# ---- block 1 ----
**Block 1: wiring by layer**

(4 px per um)
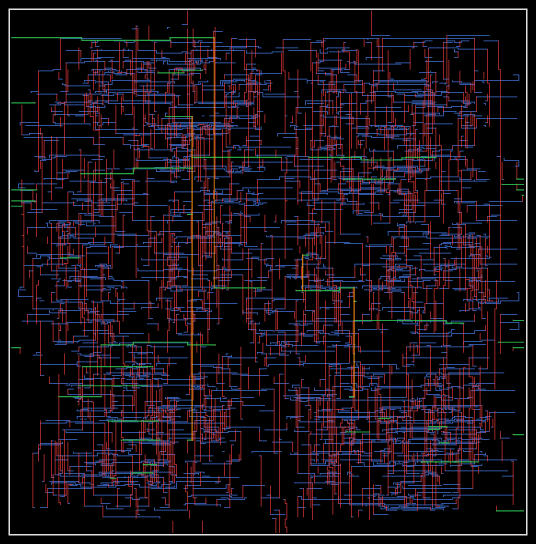

$ cat config.mk
export PLATFORM = sky130hd
export DESIGN_NAME = multi_debouncer
export DESIGN_NICKNAME = d
export VERILOG_FILES = /design/src/rtl/multi_debouncer.sv
export SDC_FILE = /design/constraint.sdc
export NUM_CORES = 1
export LEC_CHECK = 0
export CAP_MARGIN = 15
export CORE_AREA = 2 2 127 129
export CTS_CLUSTER_SIZE = 10
export DETAILED_ROUTE_END_ITERATION = 10
export DIE_AREA = 0 0 129 131
export HOLD_SLACK_MARGIN = 0.08
export PLACE_DENSITY_LB_ADDON = 0.15
export SETUP_SLACK_MARGIN = 0.5
export SYNTH_ARGS = -nofsm -noshare
export SYNTH_HDL_FRONTEND = slang
export SYNTH_SLANG_ARGS = --single-unit
$ cat constraint.sdc
create_clock -name clk -period 5.35 [get_ports clk]
set_input_delay 1.07 -clock clk [delete_from_list [all_inputs] [get_ports clk]]
set_output_delay 1.07 -clock clk [all_outputs]
set_load 0.05 [all_outputs]
$ cat src/rtl/multi_debouncer.sv
// Per-channel button conditioner: two-flop synchronizer, symmetric counter debounce,
// registered press/release edge pulses and a single long-press pulse per press.
module multi_debouncer #(
  parameter int              N_CH   = 4,
  parameter int              CNT_W  = 16,
  parameter int              HOLD_W = 24,
  parameter logic [N_CH-1:0] INV    = {N_CH{1'b0}}
) (
  input  logic            clk,
  input  logic            rst_n,
  input  logic [N_CH-1:0] btn,
  output logic [N_CH-1:0] btn_state,
  output logic [N_CH-1:0] btn_rise,
  output logic [N_CH-1:0] btn_fall,
  output logic [N_CH-1:0] btn_long
);

  localparam logic [CNT_W-1:0]  CNT_MAX  = {CNT_W{1'b1}};
  localparam logic [CNT_W-1:0]  CNT_ONE  = {{(CNT_W-1){1'b0}}, 1'b1};
  localparam logic [HOLD_W-1:0] HOLD_MAX = {HOLD_W{1'b1}};
  localparam logic [HOLD_W-1:0] HOLD_PRE = {{(HOLD_W-1){1'b1}}, 1'b0};
  localparam logic [HOLD_W-1:0] HOLD_ONE = {{(HOLD_W-1){1'b0}}, 1'b1};

  logic [N_CH-1:0]   syncMeta_q;
  logic [N_CH-1:0]   sync_q;
  logic [CNT_W-1:0]  cnt_q  [N_CH];
  logic [CNT_W-1:0]  cnt_d  [N_CH];
  logic [HOLD_W-1:0] hold_q [N_CH];
  logic [HOLD_W-1:0] hold_d [N_CH];
  logic [N_CH-1:0]   state_q, state_d;
  logic [N_CH-1:0]   stateDly_q;
  logic [N_CH-1:0]   rise_q, fall_q, long_q, long_d;

  always_comb begin
    state_d = state_q;
    long_d  = '0;
    for (int i = 0; i < N_CH; i++) begin
      cnt_d[i]  = '0;
      hold_d[i] = hold_q[i];
      if (sync_q[i] != state_q[i]) begin
        if (cnt_q[i] == CNT_MAX) begin
          state_d[i] = sync_q[i];
        end else begin
          cnt_d[i] = cnt_q[i] + CNT_ONE;
        end
      end
      // Hold counter tracks the registered state, so it starts one edge after the press lands.
      if (!state_q[i]) begin
        hold_d[i] = '0;
      end else if (hold_q[i] != HOLD_MAX) begin
        hold_d[i] = hold_q[i] + HOLD_ONE;
      end
      long_d[i] = state_q[i] && (hold_q[i] == HOLD_PRE);
    end
  end

  always_ff @(posedge clk or negedge rst_n) begin
    if (!rst_n) begin
      syncMeta_q <= '0;
      sync_q     <= '0;
      state_q    <= '0;
      stateDly_q <= '0;
      rise_q     <= '0;
      fall_q     <= '0;
      long_q     <= '0;
      for (int i = 0; i < N_CH; i++) begin
        cnt_q[i]  <= '0;
        hold_q[i] <= '0;
      end
    end else begin
      syncMeta_q <= btn ^ INV;
      sync_q     <= syncMeta_q;
      state_q    <= state_d;
      stateDly_q <= state_q;
      rise_q     <= state_q & ~stateDly_q;
      fall_q     <= ~state_q & stateDly_q;
      long_q     <= long_d;
      for (int i = 0; i < N_CH; i++) begin
        cnt_q[i]  <= cnt_d[i];
        hold_q[i] <= hold_d[i];
      end
    end
  end

  assign btn_state = state_q;
  assign btn_rise  = rise_q;
  assign btn_fall  = fall_q;
  assign btn_long  = long_q;

endmodule

# ---- block 2 ----
[config.mk]
export PLATFORM = sky130hd
export DESIGN_NAME = decode38_scan
export DESIGN_NICKNAME = d
export VERILOG_FILES = /design/src/rtl/decode38_scan_pkg.sv /design/src/rtl/decode38_comb.sv /design/src/rtl/decode38_scan.sv
export SDC_FILE = /design/constraint.sdc
export NUM_CORES = 1
export LEC_CHECK = 0
export CORE_MARGIN = 4
export CORE_UTILIZATION = 52
export CTS_CLUSTER_DIAMETER = 50
export DETAILED_ROUTE_END_ITERATION = 7
export HOLD_SLACK_MARGIN = 0.05
export PLACE_DENSITY = 0.86
export REMOVE_ABC_BUFFERS = 1
export SKIP_LAST_GASP = 1
export SYNTH_ARGS = -nofsm -noshare
export SYNTH_HDL_FRONTEND = slang
export SYNTH_SLANG_ARGS = --single-unit
[constraint.sdc]
create_clock -name clk -period 3.75 [get_ports clk]
set_clock_uncertainty 0.05 [all_clocks]
set_input_delay 0.375 -clock clk [delete_from_list [all_inputs] [get_ports clk]]
set_output_delay 0.375 -clock clk [all_outputs]
set_load 0.01 [all_outputs]
[src/rtl/decode38_scan_pkg.sv]
// -----------------------------------------------------------------------------
// decode38_scan_pkg
//
// Shared definitions for the registered 3-to-8 decoder / row scanner.
//
// Contents:
//   state_t    - controller state: IDLE, DIRECT, SCAN
//   Y_ALL_OFF  - active-low output word with no line driven
//   CODE_MAX   - highest code value; stepping past it wraps to 0
// -----------------------------------------------------------------------------
package decode38_scan_pkg;

    typedef enum logic [1:0] {
        IDLE   = 2'd0,
        DIRECT = 2'd1,
        SCAN   = 2'd2
    } state_t;

    localparam logic [7:0] Y_ALL_OFF = 8'hFF;
    localparam logic [2:0] CODE_MAX  = 3'd7;

endpackage : decode38_scan_pkg

[src/rtl/decode38_comb.sv]
// -----------------------------------------------------------------------------
// decode38_comb
//
// Pure combinational 3-to-8 decoder with active-low one-hot output. This is
// the exact inverse mapping of the 8-to-3 priority encoder: y[i] is low only
// when valid is high and code equals i. It can be used on its own.
//
// Ports:
//   code  [2:0] in   code to decode, bit 2 is the MSB
//   valid       in   drive a line when high; all lines off when low
//   y     [7:0] out  active-low decoded lines, at most one bit low
// -----------------------------------------------------------------------------
module decode38_comb
    import decode38_scan_pkg::*;
(
    input  logic [2:0] code,
    input  logic       valid,
    output logic [7:0] y
);

    always_comb begin
        // NOTE: assigning a default before any conditional logic means every
        // path writes y, so no latch is inferred.
        y = Y_ALL_OFF;
        // An unknown valid falls to the default (all lines off) rather than
        // selecting a line, so an X never turns into a low output.
        if (valid) begin
            y = ~(8'b0000_0001 << code);
        end
    end

endmodule : decode38_comb

[src/rtl/decode38_scan.sv]
// -----------------------------------------------------------------------------
// decode38_scan
//
// Registered 3-to-8 decoder with active-low outputs and 74138-style enables.
// Two operating modes:
//   direct - a 3-bit code captured on load drives a single active-low line;
//   scan   - an internal sequencer walks codes 0..7, holding each one for
//            DWELL clock cycles, for driving keyboard or LED matrix rows.
// All outputs are registered; Y follows code_q/valid with no extra latency.
//
// Parameters:
//   DWELL    cycles each code is held in scan mode (0 behaves as 1)
//   DWELL_W  width of the dwell counter; DWELL must fit in DWELL_W bits
//
// Ports:
//   clk          in   system clock, rising edge
//   rst_n        in   synchronous active-low reset
//   G1           in   enable, active-high
//   G2A_n        in   enable, active-low
//   G2B_n        in   enable, active-low
//   mode         in   0 = direct, 1 = scan
//   load         in   direct mode: capture {C,B,A} this cycle
//   C, B, A      in   code bits 2..0
//   hold         in   scan mode: freeze code and dwell counter
//   Y      [7:0] out  active-low decoded lines
//   code_q [2:0] out  currently driven code
//   valid        out  high while a line is being driven
//   wrap         out  one-cycle pulse when scan steps from code 7 to code 0
// -----------------------------------------------------------------------------
module decode38_scan
    import decode38_scan_pkg::*;
#(
    parameter int DWELL   = 4,
    parameter int DWELL_W = 8
)
(
    input  logic       clk,
    input  logic       rst_n,
    input  logic       G1,
    input  logic       G2A_n,
    input  logic       G2B_n,
    input  logic       mode,
    input  logic       load,
    input  logic       C,
    input  logic       B,
    input  logic       A,
    input  logic       hold,
    output logic [7:0] Y,
    output logic [2:0] code_q,
    output logic       valid,
    output logic       wrap
);

    // A dwell of zero is meaningless; treat it as one cycle per code.
    localparam int                 DWELL_EFF  = (DWELL < 1) ? 1 : DWELL;
    localparam logic [DWELL_W-1:0] DWELL_LAST = DWELL_W'(DWELL_EFF - 1);

    state_t             state_q;
    state_t             state_d;
    logic [DWELL_W-1:0] dwell_q;
    logic [DWELL_W-1:0] dwell_d;
    logic [2:0]         code_d;
    logic               valid_d;
    logic               wrap_d;
    logic [7:0]         y_d;
    logic               en;

    assign en = G1 & ~G2A_n & ~G2B_n;

    // -------------------------------------------------------------------------
    // Next-state, next-code and next-output logic.
    // -------------------------------------------------------------------------
    always_comb begin
        state_d = state_q;
        code_d  = code_q;
        valid_d = valid;
        dwell_d = dwell_q;
        wrap_d  = 1'b0;

        // Enable is tested in the positive sense so that an unknown enable
        // takes the disabled branch and leaves every line off.
        if (en) begin
            unique case (state_q)
                IDLE, DIRECT: begin
                    if (mode) begin
                        // Entering scan always restarts from code 0.
                        state_d = SCAN;
                        code_d  = 3'd0;
                        valid_d = 1'b1;
                        dwell_d = '0;
                    end else if (load) begin
                        state_d = DIRECT;
                        code_d  = {C, B, A};
                        valid_d = 1'b1;
                    end
                end

                SCAN: begin
                    if (!mode) begin
                        // Leaving scan goes through IDLE; a load in the same
                        // cycle is deliberately dropped.
                        state_d = IDLE;
                        valid_d = 1'b0;
                        dwell_d = '0;
                    end else if (!hold) begin
                        if (dwell_q >= DWELL_LAST) begin
                            dwell_d = '0;
                            code_d  = code_q + 3'd1;
                            wrap_d  = (code_q == CODE_MAX);
                        end else begin
                            dwell_d = dwell_q + DWELL_W'(1);
                        end
                    end
                end

                default: begin
                    state_d = IDLE;
                    valid_d = 1'b0;
                    dwell_d = '0;
                end
            endcase
        end else begin
            // Disabled: lines off, code retained for observation only. The
            // next scan entry resets the code, so the retained value never
            // resumes a scan.
            state_d = IDLE;
            valid_d = 1'b0;
            dwell_d = '0;
        end
    end

    // Decode the next code so Y is registered in step with code_q/valid.
    decode38_comb u_decode (
        .code  (code_d),
        .valid (valid_d),
        .y     (y_d)
    );

    // -------------------------------------------------------------------------
    // State and output registers.
    // -------------------------------------------------------------------------
    always_ff @(posedge clk) begin
        // NOTE: sequential state uses non-blocking assignments so every
        // register samples the pre-edge values, independent of statement order.
        if (!rst_n) begin
            state_q <= IDLE;
            dwell_q <= '0;
            code_q  <= 3'd0;
            valid   <= 1'b0;
            wrap    <= 1'b0;
            Y       <= Y_ALL_OFF;
        end else begin
            state_q <= state_d;
            dwell_q <= dwell_d;
            code_q  <= code_d;
            valid   <= valid_d;
            wrap    <= wrap_d;
            Y       <= y_d;
        end
    end

endmodule : decode38_scan

# ---- block 3 ----
==> config.mk <==
export PLATFORM = sky130hd
export DESIGN_NAME = bw_io_sstl_dq_lane_bscan
export DESIGN_NICKNAME = d
export VERILOG_FILES = /design/src/rtl/bw_io_sstl_dq_lane_bscan.sv
export SDC_FILE = /design/constraint.sdc
export NUM_CORES = 1
export LEC_CHECK = 0
export ABC_AREA = 0
export CORE_MARGIN = 8
export CORE_UTILIZATION = 28
export DETAILED_ROUTE_END_ITERATION = 7
export PLACE_DENSITY = 0.6
export SLEW_MARGIN = 20
export SYNTH_ARGS = -nofsm -noshare
export SYNTH_HDL_FRONTEND = slang
export SYNTH_SLANG_ARGS = --single-unit
export TNS_END_PERCENT = 20
==> constraint.sdc <==
create_clock -name clk -period 2.22 [get_ports clk]
set_input_delay 0.444 -clock clk [delete_from_list [all_inputs] [get_ports clk]]
set_output_delay 0.444 -clock clk [all_outputs]
set_load 0.02 [all_outputs]
==> src/rtl/bw_io_sstl_dq_lane_bscan.sv <==
// Byte-lane boundary-scan / parallel-scan controller for SSTL DQ pads.
// One WIDTH-bit BSR lane with shared OE and ODT cells, pscan register and bypass path.
module bw_io_sstl_dq_lane_bscan #(
  parameter int unsigned WIDTH      = 8,
  parameter bit          BYPASS_REG = 1'b0
) (
  input  logic             clk,
  input  logic             rst,
  input  logic             clock_dr,
  input  logic             shift_dr,
  input  logic             update_dr,
  input  logic             mode_ctrl,
  input  logic             hiz_l,
  input  logic             bsi,
  output logic             bso,
  input  logic             ps_select,
  input  logic             se,
  input  logic             test_mode,
  input  logic             serial_in,
  output logic             serial_out,
  input  logic             bypass_enable,
  input  logic [WIDTH-1:0] bypass_in,
  input  logic [WIDTH-1:0] data_in,
  output logic [WIDTH-1:0] data_out,
  input  logic             drv_oe,
  input  logic             odt_enable_mask,
  output logic             oe,
  output logic             odt_enable,
  input  logic [WIDTH-1:0] rcv_in,
  output logic [WIDTH-1:0] to_core,
  output logic             bscan_aligned
);

  localparam int unsigned BSR_LEN = 2 * WIDTH + 2;
  localparam int unsigned ODT_IDX = 2 * WIDTH;
  localparam int unsigned OE_IDX  = 2 * WIDTH + 1;
  localparam int unsigned CNT_W   = $clog2(BSR_LEN + 2);
  localparam int unsigned CNT_MAX = BSR_LEN + 1;

  logic [BSR_LEN-1:0] bsr_q, bsr_d;
  logic [BSR_LEN-1:0] upd_q, upd_d;
  logic [WIDTH-1:0]   ps_q, ps_d;
  logic [CNT_W-1:0]   shift_cnt_q, shift_cnt_d;
  logic [WIDTH-1:0]   byp;
  logic               odt_in;
  logic               kill;

  always_comb begin
    odt_in = ~(drv_oe | odt_enable_mask);
    kill   = ps_select ? se : test_mode;
  end

  // BSR shift/capture and alignment counter; cell in[i] at 2i, out[i] at 2i+1
  always_comb begin
    bsr_d       = bsr_q;
    shift_cnt_d = shift_cnt_q;
    if (clock_dr) begin
      if (shift_dr) begin
        bsr_d = {bsr_q[BSR_LEN-2:0], bsi};
        if (shift_cnt_q != CNT_W'(CNT_MAX)) begin
          shift_cnt_d = shift_cnt_q + CNT_W'(1);
        end
      end else begin
        for (int i = 0; i < int'(WIDTH); i++) begin
          bsr_d[2*i]   = rcv_in[i];
          bsr_d[2*i+1] = data_in[i];
        end
        bsr_d[ODT_IDX] = odt_in;
        bsr_d[OE_IDX]  = drv_oe;
        shift_cnt_d    = '0;
      end
    end
  end

  // Update register samples the pre-edge chain, independent of same-cycle shifting
  always_comb begin
    upd_d = upd_q;
    if (update_dr) begin
      upd_d = bsr_q;
    end
  end

  generate
    if (WIDTH > 1) begin : g_ps_wide
      always_comb begin
        ps_d = ps_q;
        if (se) begin
          ps_d = {ps_q[WIDTH-2:0], serial_in};
        end else if (ps_select) begin
          ps_d = rcv_in;
        end
      end
    end else begin : g_ps_single
      always_comb begin
        ps_d = ps_q;
        if (se) begin
          ps_d = serial_in;
        end else if (ps_select) begin
          ps_d = rcv_in;
        end
      end
    end
  endgenerate

  generate
    if (BYPASS_REG) begin : g_byp_reg
      logic [WIDTH-1:0] byp_q;
      logic [WIDTH-1:0] byp_d;

      always_comb begin
        byp_d = bypass_in;
      end

      always_ff @(posedge clk or posedge rst) begin
        if (rst) begin
          byp_q <= '0;
        end else begin
          byp_q <= byp_d;
        end
      end

      always_comb begin
        byp = byp_q;
      end
    end else begin : g_byp_comb
      always_comb begin
        byp = bypass_in;
      end
    end
  endgenerate

  always_ff @(posedge clk or posedge rst) begin
    if (rst) begin
      bsr_q       <= '0;
      upd_q       <= '0;
      ps_q        <= '0;
      shift_cnt_q <= '0;
    end else begin
      bsr_q       <= bsr_d;
      upd_q       <= upd_d;
      ps_q        <= ps_d;
      shift_cnt_q <= shift_cnt_d;
    end
  end

  // Pad-side muxing: EXTEST from update register, otherwise functional path
  always_comb begin
    data_out   = '0;
    to_core    = '0;
    oe         = 1'b0;
    odt_enable = 1'b0;
    if (mode_ctrl) begin
      for (int i = 0; i < int'(WIDTH); i++) begin
        data_out[i] = upd_q[2*i+1];
        to_core[i]  = upd_q[2*i];
      end
      oe         = upd_q[OE_IDX] & hiz_l;
      odt_enable = upd_q[ODT_IDX] & hiz_l;
    end else begin
      data_out   = bypass_enable ? byp : data_in;
      to_core    = rcv_in;
      oe         = drv_oe & ~kill;
      odt_enable = odt_in & ~kill;
    end
  end

  always_comb begin
    bso           = bsr_q[BSR_LEN-1];
    serial_out    = ps_q[WIDTH-1];
    bscan_aligned = (shift_cnt_q == CNT_W'(BSR_LEN));
  end

endmodule

# ---- block 4 ----
--- src/rtl/uart_pkg.sv ---
// uart_pkg: register offsets, STAT/CTRL bit positions, the shared serial FSM
// state encoding and the frame width used by the uart_dev peripheral.
package uart_pkg;

    localparam logic [1:0] REG_DATA = 2'd0;
    localparam logic [1:0] REG_STAT = 2'd1;
    localparam logic [1:0] REG_CTRL = 2'd2;
    localparam logic [1:0] REG_DIV  = 2'd3;

    localparam int STAT_RX_VALID = 0;
    localparam int STAT_TX_FULL  = 1;
    localparam int STAT_TX_EMPTY = 2;
    localparam int STAT_OVERRUN  = 3;
    localparam int STAT_TX_BUSY  = 4;
    localparam int STAT_FERR     = 5;

    localparam int CTRL_RX_IRQ_EN = 0;
    localparam int CTRL_TX_IRQ_EN = 1;
    localparam int CTRL_LOOPBACK  = 2;

    localparam int FRAME_BITS = 8;

    typedef enum logic [1:0] {
        ST_IDLE  = 2'd0,
        ST_START = 2'd1,
        ST_DATA  = 2'd2,
        ST_STOP  = 2'd3
    } uart_state_e;

endpackage

--- src/rtl/uart_txfifo.sv ---
// uart_txfifo: small synchronous FIFO with extra-MSB pointers; a pop on the
// same edge as a push frees the slot, so a push into a full FIFO succeeds then.
module uart_txfifo #(
    parameter int DEPTH = 4,
    parameter int WIDTH = 8
) (
    input  logic             clk,
    input  logic             reset,
    input  logic             push_i,
    input  logic [WIDTH-1:0] data_i,
    input  logic             pop_i,
    output logic [WIDTH-1:0] head_o,
    output logic             full_o,
    output logic             empty_o
);

    localparam int AW = $clog2(DEPTH);
    localparam logic [AW:0] PTR_ONE = 1;

    logic [AW:0]      wrPtr_q, wrPtr_d, rdPtr_q, rdPtr_d;
    logic [WIDTH-1:0] mem_q [DEPTH];
    logic             doPush, doPop;

    assign empty_o = (wrPtr_q == rdPtr_q);
    assign full_o  = (wrPtr_q[AW] != rdPtr_q[AW]) && (wrPtr_q[AW-1:0] == rdPtr_q[AW-1:0]);
    assign doPop   = pop_i & ~empty_o;
    assign doPush  = push_i & (~full_o | doPop);
    assign head_o  = mem_q[rdPtr_q[AW-1:0]];

    // Advance each pointer by one on an accepted push or pop.
    always_comb begin
        wrPtr_d = wrPtr_q;
        rdPtr_d = rdPtr_q;
        if (doPush) wrPtr_d = wrPtr_q + PTR_ONE;
        if (doPop)  rdPtr_d = rdPtr_q + PTR_ONE;
    end

    // Pointer registers; reset empties the FIFO.
    always_ff @(posedge clk or negedge reset) begin
        if (!reset) begin
            wrPtr_q <= '0;
            rdPtr_q <= '0;
        end else begin
            wrPtr_q <= wrPtr_d;
            rdPtr_q <= rdPtr_d;
        end
    end

    // Storage needs no reset: a slot is only read after it has been written.
    always_ff @(posedge clk) begin
        if (doPush) mem_q[wrPtr_q[AW-1:0]] <= data_i;
    end

endmodule

--- src/rtl/uart_dev.sv ---
// uart_dev: memory-mapped 8N1 UART with a TX FIFO, one RX holding register,
// programmable bit divisor and a level interrupt.
// Optional feature: define UART_LOOPBACK_EN to make CTRL[2] loop TX into RX.
module uart_dev
    import uart_pkg::*;
#(
    parameter int          TX_DEPTH    = 4,
    parameter logic [15:0] DIV_DEFAULT = 16'd434
) (
    input  logic        clk,
    input  logic        reset,
    input  logic [31:2] Addr,
    input  logic        WE,
    input  logic        RE,
    input  logic [31:0] Din,
    output logic [31:0] Dout,
    input  logic        RXD,
    output logic        TXD,
    output logic        IRQ
);

`ifdef UART_LOOPBACK_EN
    localparam logic LOOP_ALLOWED = 1'b1;
`else
    localparam logic LOOP_ALLOWED = 1'b0;
`endif

    localparam logic [2:0] LAST_BIT = 3'(FRAME_BITS - 1);

    logic [1:0]            regSel;
    logic                  wrData, wrCtrl, wrDiv, rdData, rdStat;
    logic [2:0]            ctrl_q, ctrl_d;
    logic [15:0]           div_q, div_d, bitPeriodLast, halfPeriodLast;
    logic [FRAME_BITS-1:0] rxByte_q, rxByte_d;
    logic                  rxValid_q, rxValid_d, overrun_q, overrun_d, ferr_q, ferr_d;
    logic [5:0]            statBits;
    logic                  unusedBits;

    logic [FRAME_BITS-1:0] fifoHead;
    logic                  fifoFull, fifoEmpty;

    uart_state_e           txState_q, txState_d;
    logic [15:0]           txCnt_q, txCnt_d;
    logic [FRAME_BITS-1:0] txShift_q, txShift_d;
    logic [2:0]            txBit_q, txBit_d;
    logic                  txSerial, txBusy, txPop;

    uart_state_e           rxState_q, rxState_d;
    logic [15:0]           rxCnt_q, rxCnt_d;
    logic [FRAME_BITS-1:0] rxShift_q, rxShift_d;
    logic [2:0]            rxBit_q, rxBit_d;
    logic                  rxLine, rxSync1_q, rxSync2_q, rxPrev_q, rxFall;
    logic                  rxDone, rxBadStop;

    assign regSel         = Addr[3:2];
    assign wrData         = WE && (regSel == REG_DATA);
    assign wrCtrl         = WE && (regSel == REG_CTRL);
    assign wrDiv          = WE && (regSel == REG_DIV);
    assign rdData         = RE && (regSel == REG_DATA);
    assign rdStat         = RE && (regSel == REG_STAT);
    assign bitPeriodLast  = div_q - 16'd1;
    assign halfPeriodLast = {1'b0, div_q[15:1]} - 16'd1;
    assign unusedBits     = ^{Addr[31:4], Din[31:16]};

    uart_txfifo #(.DEPTH(TX_DEPTH), .WIDTH(FRAME_BITS)) uTxFifo (
        .clk    (clk),
        .reset  (reset),
        .push_i (wrData),
        .data_i (Din[FRAME_BITS-1:0]),
        .pop_i  (txPop),
        .head_o (fifoHead),
        .full_o (fifoFull),
        .empty_o(fifoEmpty)
    );

    // TX state register: state, bit-period counter, shift register, bit index.
    always_ff @(posedge clk or negedge reset) begin
        if (!reset) begin
            txState_q <= ST_IDLE;
            txCnt_q   <= '0;
            txShift_q <= '0;
            txBit_q   <= '0;
        end else begin
            txState_q <= txState_d;
            txCnt_q   <= txCnt_d;
            txShift_q <= txShift_d;
            txBit_q   <= txBit_d;
        end
    end

    // TX next state: each state lasts DIV cycles; DIV is re-read at every bit boundary.
    always_comb begin
        txState_d = txState_q;
        txCnt_d   = txCnt_q;
        txShift_d = txShift_q;
        txBit_d   = txBit_q;
        case (txState_q)
            ST_IDLE: begin
                if (!fifoEmpty) begin
                    txState_d = ST_START;
                    txCnt_d   = bitPeriodLast;
                    txShift_d = fifoHead;
                end
            end
            ST_START: begin
                if (txCnt_q == 16'd0) begin
                    txState_d = ST_DATA;
                    txCnt_d   = bitPeriodLast;
                    txBit_d   = '0;
                end else begin
                    txCnt_d = txCnt_q - 16'd1;
                end
            end
            ST_DATA: begin
                if (txCnt_q == 16'd0) begin
                    txCnt_d   = bitPeriodLast;
                    txShift_d = {1'b0, txShift_q[FRAME_BITS-1:1]};
                    if (txBit_q == LAST_BIT) txState_d = ST_STOP;
                    else                     txBit_d   = txBit_q + 3'd1;
                end else begin
                    txCnt_d = txCnt_q - 16'd1;
                end
            end
            default: begin
                if (txCnt_q == 16'd0) txState_d = ST_IDLE;
                else                  txCnt_d   = txCnt_q - 16'd1;
            end
        endcase
    end

    // TX outputs: serial bit, busy flag and the FIFO pop taken when leaving IDLE.
    always_comb begin
        txBusy = (txState_q != ST_IDLE);
        txPop  = (txState_q == ST_IDLE) && !fifoEmpty;
        case (txState_q)
            ST_START: txSerial = 1'b0;
            ST_DATA:  txSerial = txShift_q[0];
            default:  txSerial = 1'b1;
        endcase
    end

    assign rxLine = ctrl_q[CTRL_LOOPBACK] ? txSerial : RXD;
    assign TXD    = ctrl_q[CTRL_LOOPBACK] ? 1'b1 : txSerial;
    assign rxFall = rxPrev_q & ~rxSync2_q;

    // RX synchronizer plus one delayed copy for falling-edge detection.
    always_ff @(posedge clk or negedge reset) begin
        if (!reset) begin
            rxSync1_q <= 1'b1;
            rxSync2_q <= 1'b1;
            rxPrev_q  <= 1'b1;
        end else begin
            rxSync1_q <= rxLine;
            rxSync2_q <= rxSync1_q;
            rxPrev_q  <= rxSync2_q;
        end
    end

    // RX state register: state, sample counter, shift register, bit index.
    always_ff @(posedge clk or negedge reset) begin
        if (!reset) begin
            rxState_q <= ST_IDLE;
            rxCnt_q   <= '0;
            rxShift_q <= '0;
            rxBit_q   <= '0;
        end else begin
            rxState_q <= rxState_d;
            rxCnt_q   <= rxCnt_d;
            rxShift_q <= rxShift_d;
            rxBit_q   <= rxBit_d;
        end
    end

    // RX next state: half-period start check for glitch rejection, then mid-bit samples.
    always_comb begin
        rxState_d = rxState_q;
        rxCnt_d   = rxCnt_q;
        rxShift_d = rxShift_q;
        rxBit_d   = rxBit_q;
        case (rxState_q)
            ST_IDLE: begin
                if (rxFall) begin
                    rxState_d = ST_START;
                    rxCnt_d   = halfPeriodLast;
                end
            end
            ST_START: begin
                if (rxCnt_q == 16'd0) begin
                    if (!rxSync2_q) begin
                        rxState_d = ST_DATA;
                        rxCnt_d   = bitPeriodLast;
                        rxBit_d   = '0;
                    end else begin
                        rxState_d = ST_IDLE;
                    end
                end else begin
                    rxCnt_d = rxCnt_q - 16'd1;
                end
            end
            ST_DATA: begin
                if (rxCnt_q == 16'd0) begin
                    rxShift_d = {rxSync2_q, rxShift_q[FRAME_BITS-1:1]};
                    rxCnt_d   = bitPeriodLast;
                    if (rxBit_q == LAST_BIT) rxState_d = ST_STOP;
                    else                     rxBit_d   = rxBit_q + 3'd1;
                end else begin
                    rxCnt_d = rxCnt_q - 16'd1;
                end
            end
            default: begin
                if (rxCnt_q == 16'd0) rxState_d = ST_IDLE;
                else                  rxCnt_d   = rxCnt_q - 16'd1;
            end
        endcase
    end

    // RX outputs: frame-complete and framing-error pulses at the stop-bit sample.
    always_comb begin
        rxDone    = (rxState_q == ST_STOP) && (rxCnt_q == 16'd0) &&  rxSync2_q;
        rxBadStop = (rxState_q == ST_STOP) && (rxCnt_q == 16'd0) && !rxSync2_q;
    end

    // Register-file next state: bus writes, read side-effects and RX status updates.
    always_comb begin
        ctrl_d    = ctrl_q;
        div_d     = div_q;
        rxByte_d  = rxByte_q;
        rxValid_d = rxValid_q;
        overrun_d = overrun_q;
        ferr_d    = ferr_q;
        if (wrCtrl) ctrl_d = {Din[2] & LOOP_ALLOWED, Din[1:0]};
        if (wrDiv)  div_d  = (Din[15:0] < 16'd2) ? 16'd2 : Din[15:0];
        if (rdStat) begin
            overrun_d = 1'b0;
            ferr_d    = 1'b0;
        end
        if (rdData) rxValid_d = 1'b0;
        if (rxDone) begin
            if (!rxValid_q || rdData) begin
                rxByte_d  = rxShift_q;
                rxValid_d = 1'b1;
            end else begin
                overrun_d = 1'b1;
            end
        end
        if (rxBadStop) ferr_d = 1'b1;
    end

    // Register-file storage.
    always_ff @(posedge clk or negedge reset) begin
        if (!reset) begin
            ctrl_q    <= '0;
            div_q     <= DIV_DEFAULT;
            rxByte_q  <= '0;
            rxValid_q <= 1'b0;
            overrun_q <= 1'b0;
            ferr_q    <= 1'b0;
        end else begin
            ctrl_q    <= ctrl_d;
            div_q     <= div_d;
            rxByte_q  <= rxByte_d;
            rxValid_q <= rxValid_d;
            overrun_q <= overrun_d;
            ferr_q    <= ferr_d;
        end
    end

    // Read mux, combinational from Addr so data is valid in the strobe cycle.
    always_comb begin
        statBits                = '0;
        statBits[STAT_RX_VALID] = rxValid_q;
        statBits[STAT_TX_FULL]  = fifoFull;
        statBits[STAT_TX_EMPTY] = fifoEmpty;
        statBits[STAT_OVERRUN]  = overrun_q;
        statBits[STAT_TX_BUSY]  = txBusy;
        statBits[STAT_FERR]     = ferr_q;
        case (regSel)
            REG_DATA: Dout = {24'b0, rxByte_q};
            REG_STAT: Dout = {26'b0, statBits};
            REG_CTRL: Dout = {29'b0, ctrl_q};
            default:  Dout = {16'b0, div_q};
        endcase
    end

    assign IRQ = (ctrl_q[CTRL_RX_IRQ_EN] & rxValid_q) |
                 (ctrl_q[CTRL_TX_IRQ_EN] & fifoEmpty & ~txBusy);

endmodule

--- config.mk ---
export PLATFORM = sky130hd
export DESIGN_NAME = uart_dev
export DESIGN_NICKNAME = d
export VERILOG_FILES = /design/src/rtl/uart_pkg.sv /design/src/rtl/uart_txfifo.sv /design/src/rtl/uart_dev.sv
export SDC_FILE = /design/constraint.sdc
export NUM_CORES = 1
export LEC_CHECK = 0
export CAP_MARGIN = 20
export CORE_MARGIN = 2
export CORE_UTILIZATION = 45
export DETAILED_ROUTE_END_ITERATION = 8
export GPL_ROUTABILITY_DRIVEN = 0
export GPL_TIMING_DRIVEN = 1
export PLACE_DENSITY = 0.8
export SETUP_SLACK_MARGIN = 0.02
export SLEW_MARGIN = 20
export SYNTH_ARGS = -nofsm -noshare
export SYNTH_HDL_FRONTEND = slang
export SYNTH_SLANG_ARGS = --single-unit
--- constraint.sdc ---
create_clock -name clk -period 3.6 [get_ports clk]
set_input_delay 0.72 -clock clk [delete_from_list [all_inputs] [get_ports clk]]
set_output_delay 0.72 -clock clk [all_outputs]
set_load 0.01 [all_outputs]
**Block 3: clock network drawn from the DEF**

(3 px per um)
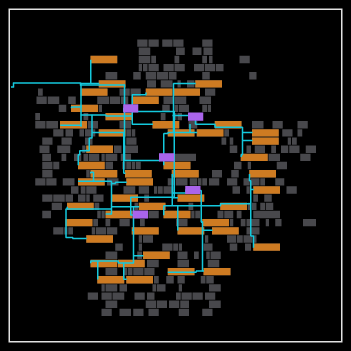
Key: purple = clock-net drivers [count 5]; cyan = clock wires [length 624 um]; orange = flip-flops [count 49]
There are 6 routed clock nets.
Latency at later pin: 0.30 ns
clock power share: 0.249
clock group power: 0.000552 W
Setup Skew: 0.00803 ns

==> results.sh, block 3 <==
# physical design summary
export IMPL_status="finished clean"
export IMPL_fin_crit_ns=2.20
export IMPL_combPwrFrac=0.250
export IMPL_drv_cap=0
export IMPL_clock_sinks=49
export IMPL_drt_met1_wl_um=2830
export IMPL_antenna_found_initial=0
export IMPL_met1_usage=0.135
export IMPL_drc=0
export IMPL_syn_area_per_cell_um2=11.0
export IMPL_top_layer="met4"
export IMPL_synth_seq_cells=49
export IMPL_setup_slack_ns=0.0197
export IMPL_max_freq_mhz=454
export IMPL_ff_type="dfrtp_1"
export IMPL_die_area_um2=12200
export IMPL_ys_sh_xor=0
export IMPL_pg_seq_w=0.00111
export IMPL_mux_share=0.250
export IMPL_worstPathMaxFanout=18
export IMPL_cts_setup_buffers=0
export IMPL_yosysTopAreaCell="dfrtp_1"
export IMPL_totalWireLength_um=6010
export IMPL_worstSetupPathDepth=4
export IMPL_wl_met2_um=2770
export IMPL_fin_nets=350
export IMPL_lay_top_count="dfrtp_1"
export IMPL_wl_per_cell_um=14.4
export IMPL_final_area_um2=3450
export IMPL_crit_arrival_ns=1.76
export IMPL_power_density_nw_per_um2=643
export IMPL_p_seq_frac=0.501
export IMPL_vias_per_cell=4.52
export IMPL_crit_path_top_delay_cell="clkdlybuf4s50_1"
export IMPL_place_ws_ns=-0.466
export IMPL_crit_start="mode_ctrl"
export IMPL_ys_types=27
## block 3: worst register-to-register path: stages, from the launching register on
cell,delay [ns]
dfrtp_1,0.42
ha_1,0.25
nor4bb_4,0.18
or3_1,0.36
o21ai_2,0.06
## block 3: final cells by class
type	instances	area [um2]	area share
tap	108	135	0.0392
clock inverter	2	13.8	0.00399
inverter	4	15.0	0.00435
clock buffer	6	82.6	0.0239
timing repair buffer	92	827	0.240
multi-input combinational	157	1150	0.333
sequential	49	1230	0.355
## block 3: what timing repair did
item	4_1_cts	5_1_grt
resized	43	4
endpoints found under the setup margin	18	7
pin swaps	0	0
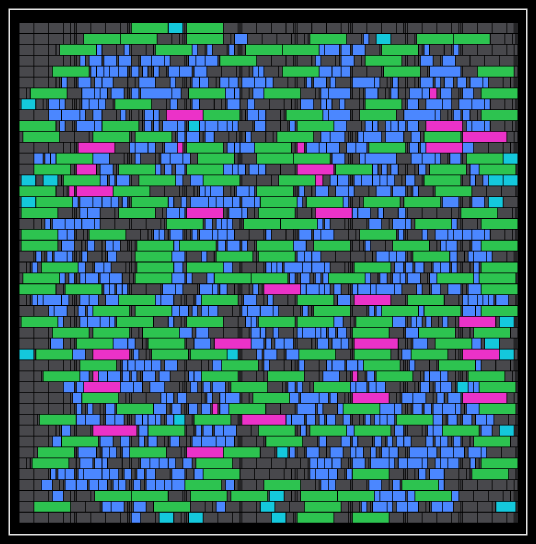
**Above:** block 1 (placed cells, one colour a class).
(4 px per um) Fill, decap, tap and diode cells in grey.
Key: magenta = clock drivers and dummy loads [cells 31, share of their area 6.3%]; cyan = remaining buffers and delay cells [cells 26, share of their area 2.5%]; blue = remaining logic cells [cells 704, share of their area 43%]; green = registers [cells 188, share of their area 48%]
flop share of the area: 0.464
Final Cell Area: 10100 um2
FP Rows: 46
Core Util, Final: 0.650

About 'wiring by layer' of block 1:
Key: red = M2 [wire length 7230 um]; green = M3 [wire length 425 um]; orange = M4 [wire length 180 um]; blue = M1 [wire length 7750 um]
final wirelength: 15600 um
DR WL/cell: 13.4 um
via count: 6474
Total GRT Usage: 0.204

==> results.sh, block 1 <==
# physical design summary
export IMPL_reg2reg_to="hold_q[87]"
export IMPL_placed_area_um2=9520
export IMPL_cts_htree_levels=4
export IMPL_setup_slack_ns=2.38
export IMPL_synth_top_area_share=0.517
export IMPL_crit_arrival_ns=1.90
export IMPL_port_buffer_count=21
export IMPL_tapCellCount=216
export IMPL_largest_cell_class="sequential cells"
export IMPL_synth_seq_cells=188
export IMPL_cts_buffers=17
export IMPL_overflow=0
export IMPL_yosys_stat_area_um2=9100
export IMPL_path_clk_slew_ns=0.06
export IMPL_hp_start="syncMeta_q[2]"
export IMPL_ff_type="dfrtp_1"
export IMPL_met1_usage=0.281
export IMPL_largest_reg_flops=96
export IMPL_clk_share=0.0615
export IMPL_mux_share=0.0149
export IMPL_ys_sh_xor=0.105
export IMPL_fa_ha_area_frac=0.0165
export IMPL_die_w_um=129
export IMPL_fin_total_pwr_w=0.00284
export IMPL_crit_path_end_kind="output pin"
export IMPL_ys_types=54
export IMPL_yosysTopAreaCell="dfrtp_1"
export IMPL_syn_area_per_cell_um2=9.91
export IMPL_status="finished clean"
export IMPL_combPwrFrac=0.019
export IMPL_cts_resized_gates=0
export IMPL_crit_start="btn_state[0]"
export IMPL_die_area_um2=16900
export IMPL_place_ws_ns=2.82
export IMPL_dr_wl_met3_um=425
export IMPL_hold_end="sync_q[2]"
export IMPL_max_freq_mhz=337
export IMPL_vias_per_cell=5.56
export IMPL_grt_pass1_vias=6169
export IMPL_nFillCells=1252
export IMPL_fin_nets=955
export IMPL_fp_util=0.583
export IMPL_top_power_group="sequential cells"
export IMPL_drv_cap=0
==> block 1: worst max-delay path, cell delays in order, from the launching register on <==
cell and delay [ns]:
dfrtp_1 0.32, buf_4 0.29, clkdlybuf4s50_1 0.86
==> block 1: cell families (layout without fill, tap and decap cells) <==
group,after synthesis,after routing
flip-flops,188,188
buffers and inverters,53,84
AND/OR/NAND/NOR,433,433
adder cells (fa/ha/maj),12,12
AND-OR/OR-AND,110,110
multiplexers,13,13
XOR/XNOR,109,109
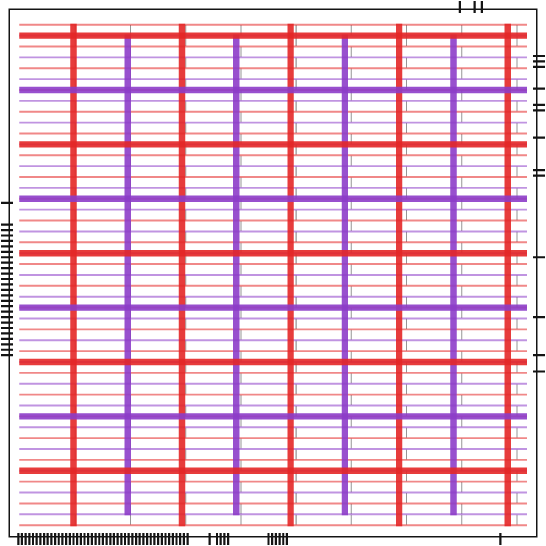
**Above:** block 4 (PDN straps and rails).
(4 px per um) Pins as bars on the die edge. Tap cells in grey.
Key: red = VSS; purple = VDD
9 straps on met4. 216 tap cells. 101 signal pins sit on the boundary. 9 straps on met5.
Die Height: 132 um
Peak VDD IR: 0.612 mV
core area: 15900 um2
Die Span X: 132 um

==> results.sh, block 4 <==
# physical design summary
export IMPL_status="finished clean"
export IMPL_slew_violations=0
export IMPL_ys_seq_frac=0.461
export IMPL_insertion_delay_ns=0.42
export IMPL_cp_start_kind="input pin"
export IMPL_cts_tree="done"
export IMPL_hp_class="input pin to asynchronous set/reset pin"
export IMPL_fp_util=0.461
export IMPL_maxSlewHeadroom=0.328
export IMPL_grt_pass1_vias=5336
export IMPL_fa_ha_area_frac=0.0393
export IMPL_largest_reg_flops=32
export IMPL_crit_path_end_kind="output pin"
export IMPL_crit_path_end="Dout[1]"
export IMPL_vias=5575
export IMPL_combGateArea_um2=3610
export IMPL_post_dp_hpwl_um=11600
export IMPL_rows=46
export IMPL_drt_pass1_iterations=6
export IMPL_critPathKind="input pin to output pin"
export IMPL_wl_per_cell_um=17.6
export IMPL_timing_hold_ws_ns=0.198
export IMPL_finalCritPeriodShare=0.906
export IMPL_yosysTopAreaCell="dfrtp_1"
export IMPL_cts_buffers=17
export IMPL_synthTopCellsByArea="dfrtp_1, edfxtp_1, mux2_2"
export IMPL_rsz0062_at_grt="false"
export IMPL_yosysWarnings=0
export IMPL_io_pin_count=101
export IMPL_use_met3=0.0251
export IMPL_hold_violations=0
export IMPL_ff_type="dfrtp_1"
block 4: final cells by class:
class,instances,area share
multi-input cells,498,0.429
clock inverters,13,0.0136
repair buffers,51,0.0587
flip-flops and latches,128,0.401
inverters,30,0.0134
well taps,216,0.0322
clock buffers,19,0.0515
block 4: critical path, cell delays in order:
cell	delay [ns]
clkdlybuf4s50_1	0.72
mux4_2	0.59
clkdlybuf4s50_1	0.51
block 4: power breakdown:
| group | leakage (nW) | switching, W | internal, W |
|---|---|---|---|
| sequential | 1.50 | 0.000375 | 0.00185 |
| combinational | 1.70 | 0.00160 | 0.00123 |
| clock | 0.256 | 0.000651 | 0.000946 |
**Block 2: PDN straps and rails**

(10 px per um) Pins as bars on the die edge. Tap cells in grey.
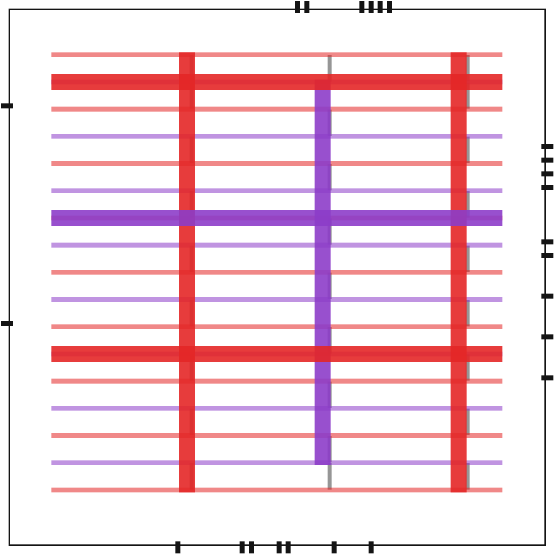
Key: purple = VDD; red = VSS
3 straps on met4. 27 tap cells. 17 met1 rails follow the rows.
Die Span X: 53.4 um
core area: 1960 um2

==> results.sh, block 2 <==
# physical design summary
export IMPL_status="finished clean"
export IMPL_reg2regPathDepth=6
export IMPL_n_antenna_cell=0
export IMPL_crit_path_end_kind="flip-flop"
export IMPL_rows=16
export IMPL_whs_path_depth=1
export IMPL_drtIter0Drc=28
export IMPL_openroad_warnings=25
export IMPL_p_int_w=0.000305
export IMPL_yosysMostFrequentCell="dfxtp_1"
export IMPL_fin_total_pwr_w=0.000396
export IMPL_r2r_slack_ns=1.82
export IMPL_ys_sh_simple=0.245
export IMPL_reg2reg_to="Y[4]"
export IMPL_cts_buffers=3
export IMPL_die_area_um2=2860
export IMPL_switching_share=0.230
export IMPL_synthTopCellsByArea="dfxtp_1, nand3_1, nor2_1"
export IMPL_ys_cells=109
export IMPL_fin_setup_tns_ns=0
export IMPL_place_ws_ns=1.44
export IMPL_placed_area_um2=1330
export IMPL_peakVddDrop_mv=0.241
export IMPL_critPathBufInv=1
export IMPL_cp_slowest_stage_delay_ns=0.63
export IMPL_p_seq_frac=0.625
export IMPL_yosysTopAreaCell="dfxtp_1"
export IMPL_gp_congestion=0.891
export IMPL_pg_seq_w=0.000247
export IMPL_reg_top3="Y (8), dwell_q (8), code_q (3)"
export IMPL_layout_drive_gt1_share=0.127
export IMPL_setup_violations=0
export IMPL_rsz0062_at_grt="false"
export IMPL_p_leak_nw=0.516
export IMPL_yosysWarnings=0
export IMPL_ys_async_sr_fraction=0
export IMPL_top_power_group="sequential cells"
export IMPL_drc=0
export IMPL_path_clk_slew_ns=0.11
## block 2: layout make-up
cell class	instances	area, um2
fill	169	608
multi-input combinational	79	583
sequential	23	460
timing repair buffer	23	230
tap	27	33.8
clock buffer	3	22.5
inverter	5	18.8
clock inverter	1	5.00
## block 2: routing by layer
metal | GRT usage | vias up | part of all wire
met2 | 0.292 | 30 | 0.52
met1 | 0.209 | 427 | 0.42
met5 | 0 | - | 0
li1 | - | 460 | -
met4 | 0.0383 | 0 | 0
met3 | 0.0535 | 0 | 0.061

==> gallery <==
Routing congestion.
(a)
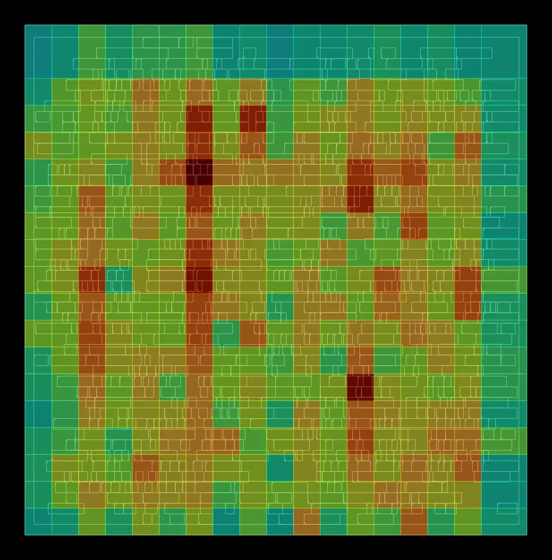
(b)
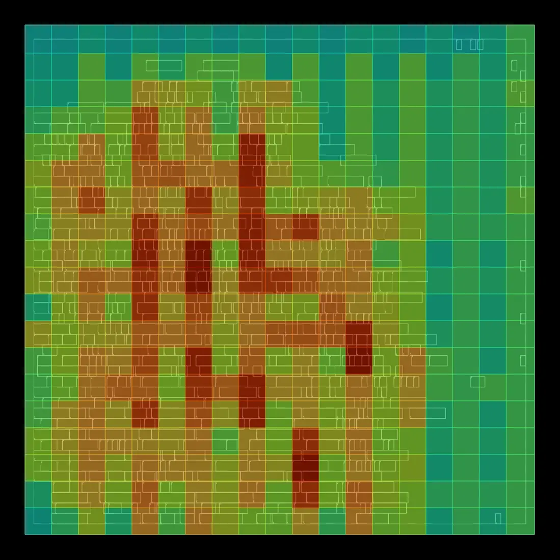
(c)
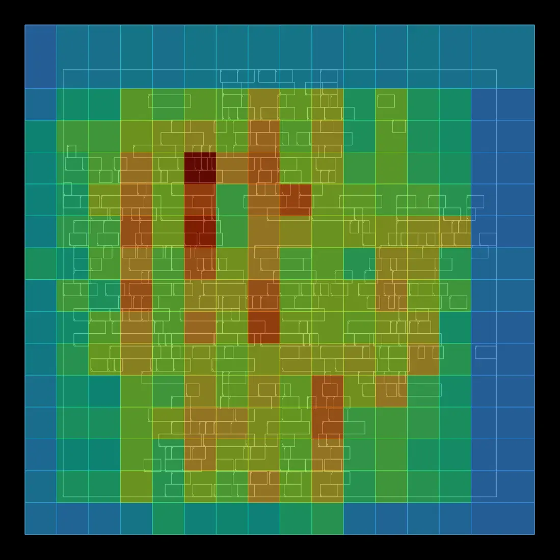
(d)
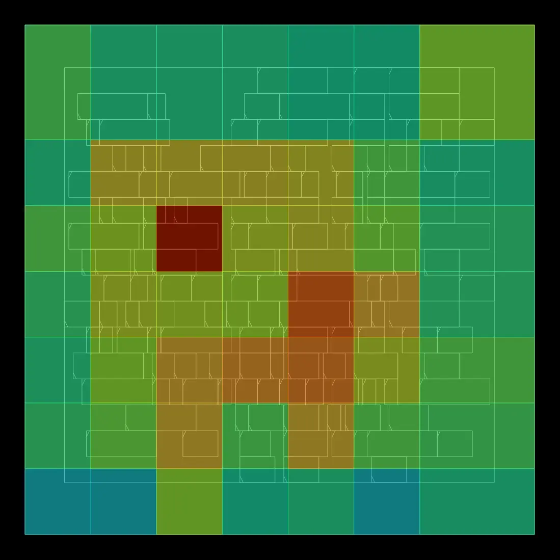
block 2: (d)
block 4: (b)
block 1: (a)
block 3: (c)



## Gallery

Clock network drawn from the DEF.
picture 1
(8 px per um)
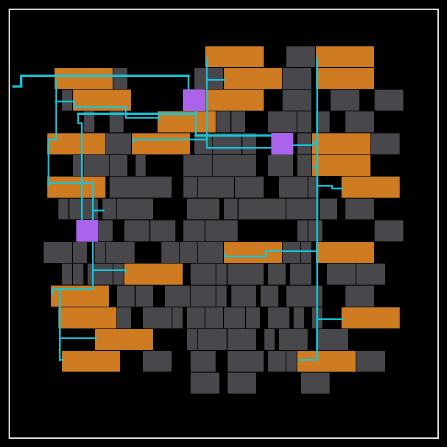
picture 2
(3 px per um)
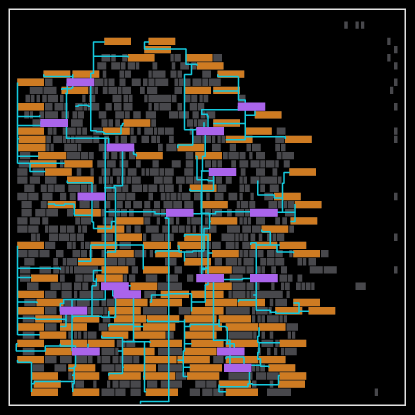
picture 3
(3 px per um)
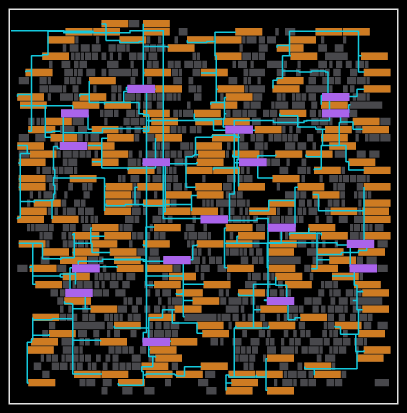
Block 2 is picture 1.
Block 4 is picture 2.
Block 1 is picture 3.
The one with the most sequential cells is picture 3.
The one with the fewest sequential cells is picture 1.

Key to picture 3:
Key: cyan = clock wires [length 2120 um]; orange = flip-flops [count 188]; purple = clock-net drivers [count 17]
There are 18 routed clock nets. Position of the flops: spread over the die.


==> notes/layouts.md <==
Pictures saved along the way, in no particular order.

Placed cells, one colour a class.
image #1
(4 px per um) Fill, decap, tap and diode cells in grey.
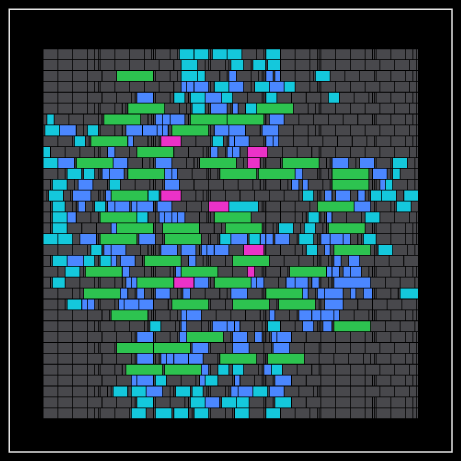
image #2
(4 px per um) Fill, decap, tap and diode cells in grey.
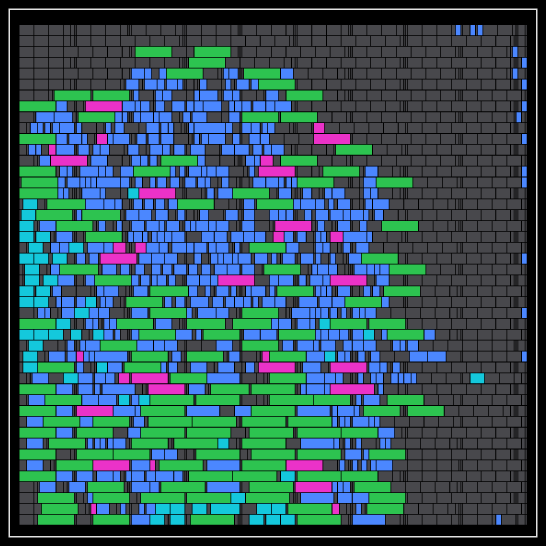
image #3
(10 px per um) Fill, decap, tap and diode cells in grey.
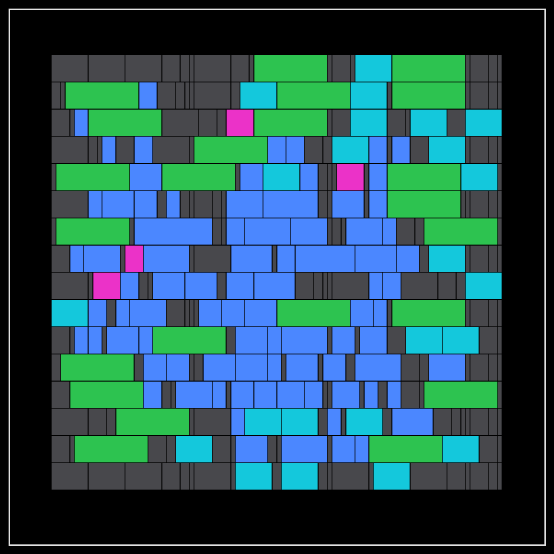
- block 4 = image #2
- block 2 = image #3
- block 3 = image #1
Of these, largest die: image #2
Of these, fewest cells: image #3

Key to image #1:
Key: green = registers [cells 49, share of their area 37%]; cyan = remaining buffers and delay cells [cells 92, share of their area 25%]; magenta = clock drivers and dummy loads [cells 8, share of their area 2.9%]; blue = remaining logic cells [cells 161, share of their area 35%]

Power is estimated from default activity; no workload was simulated.
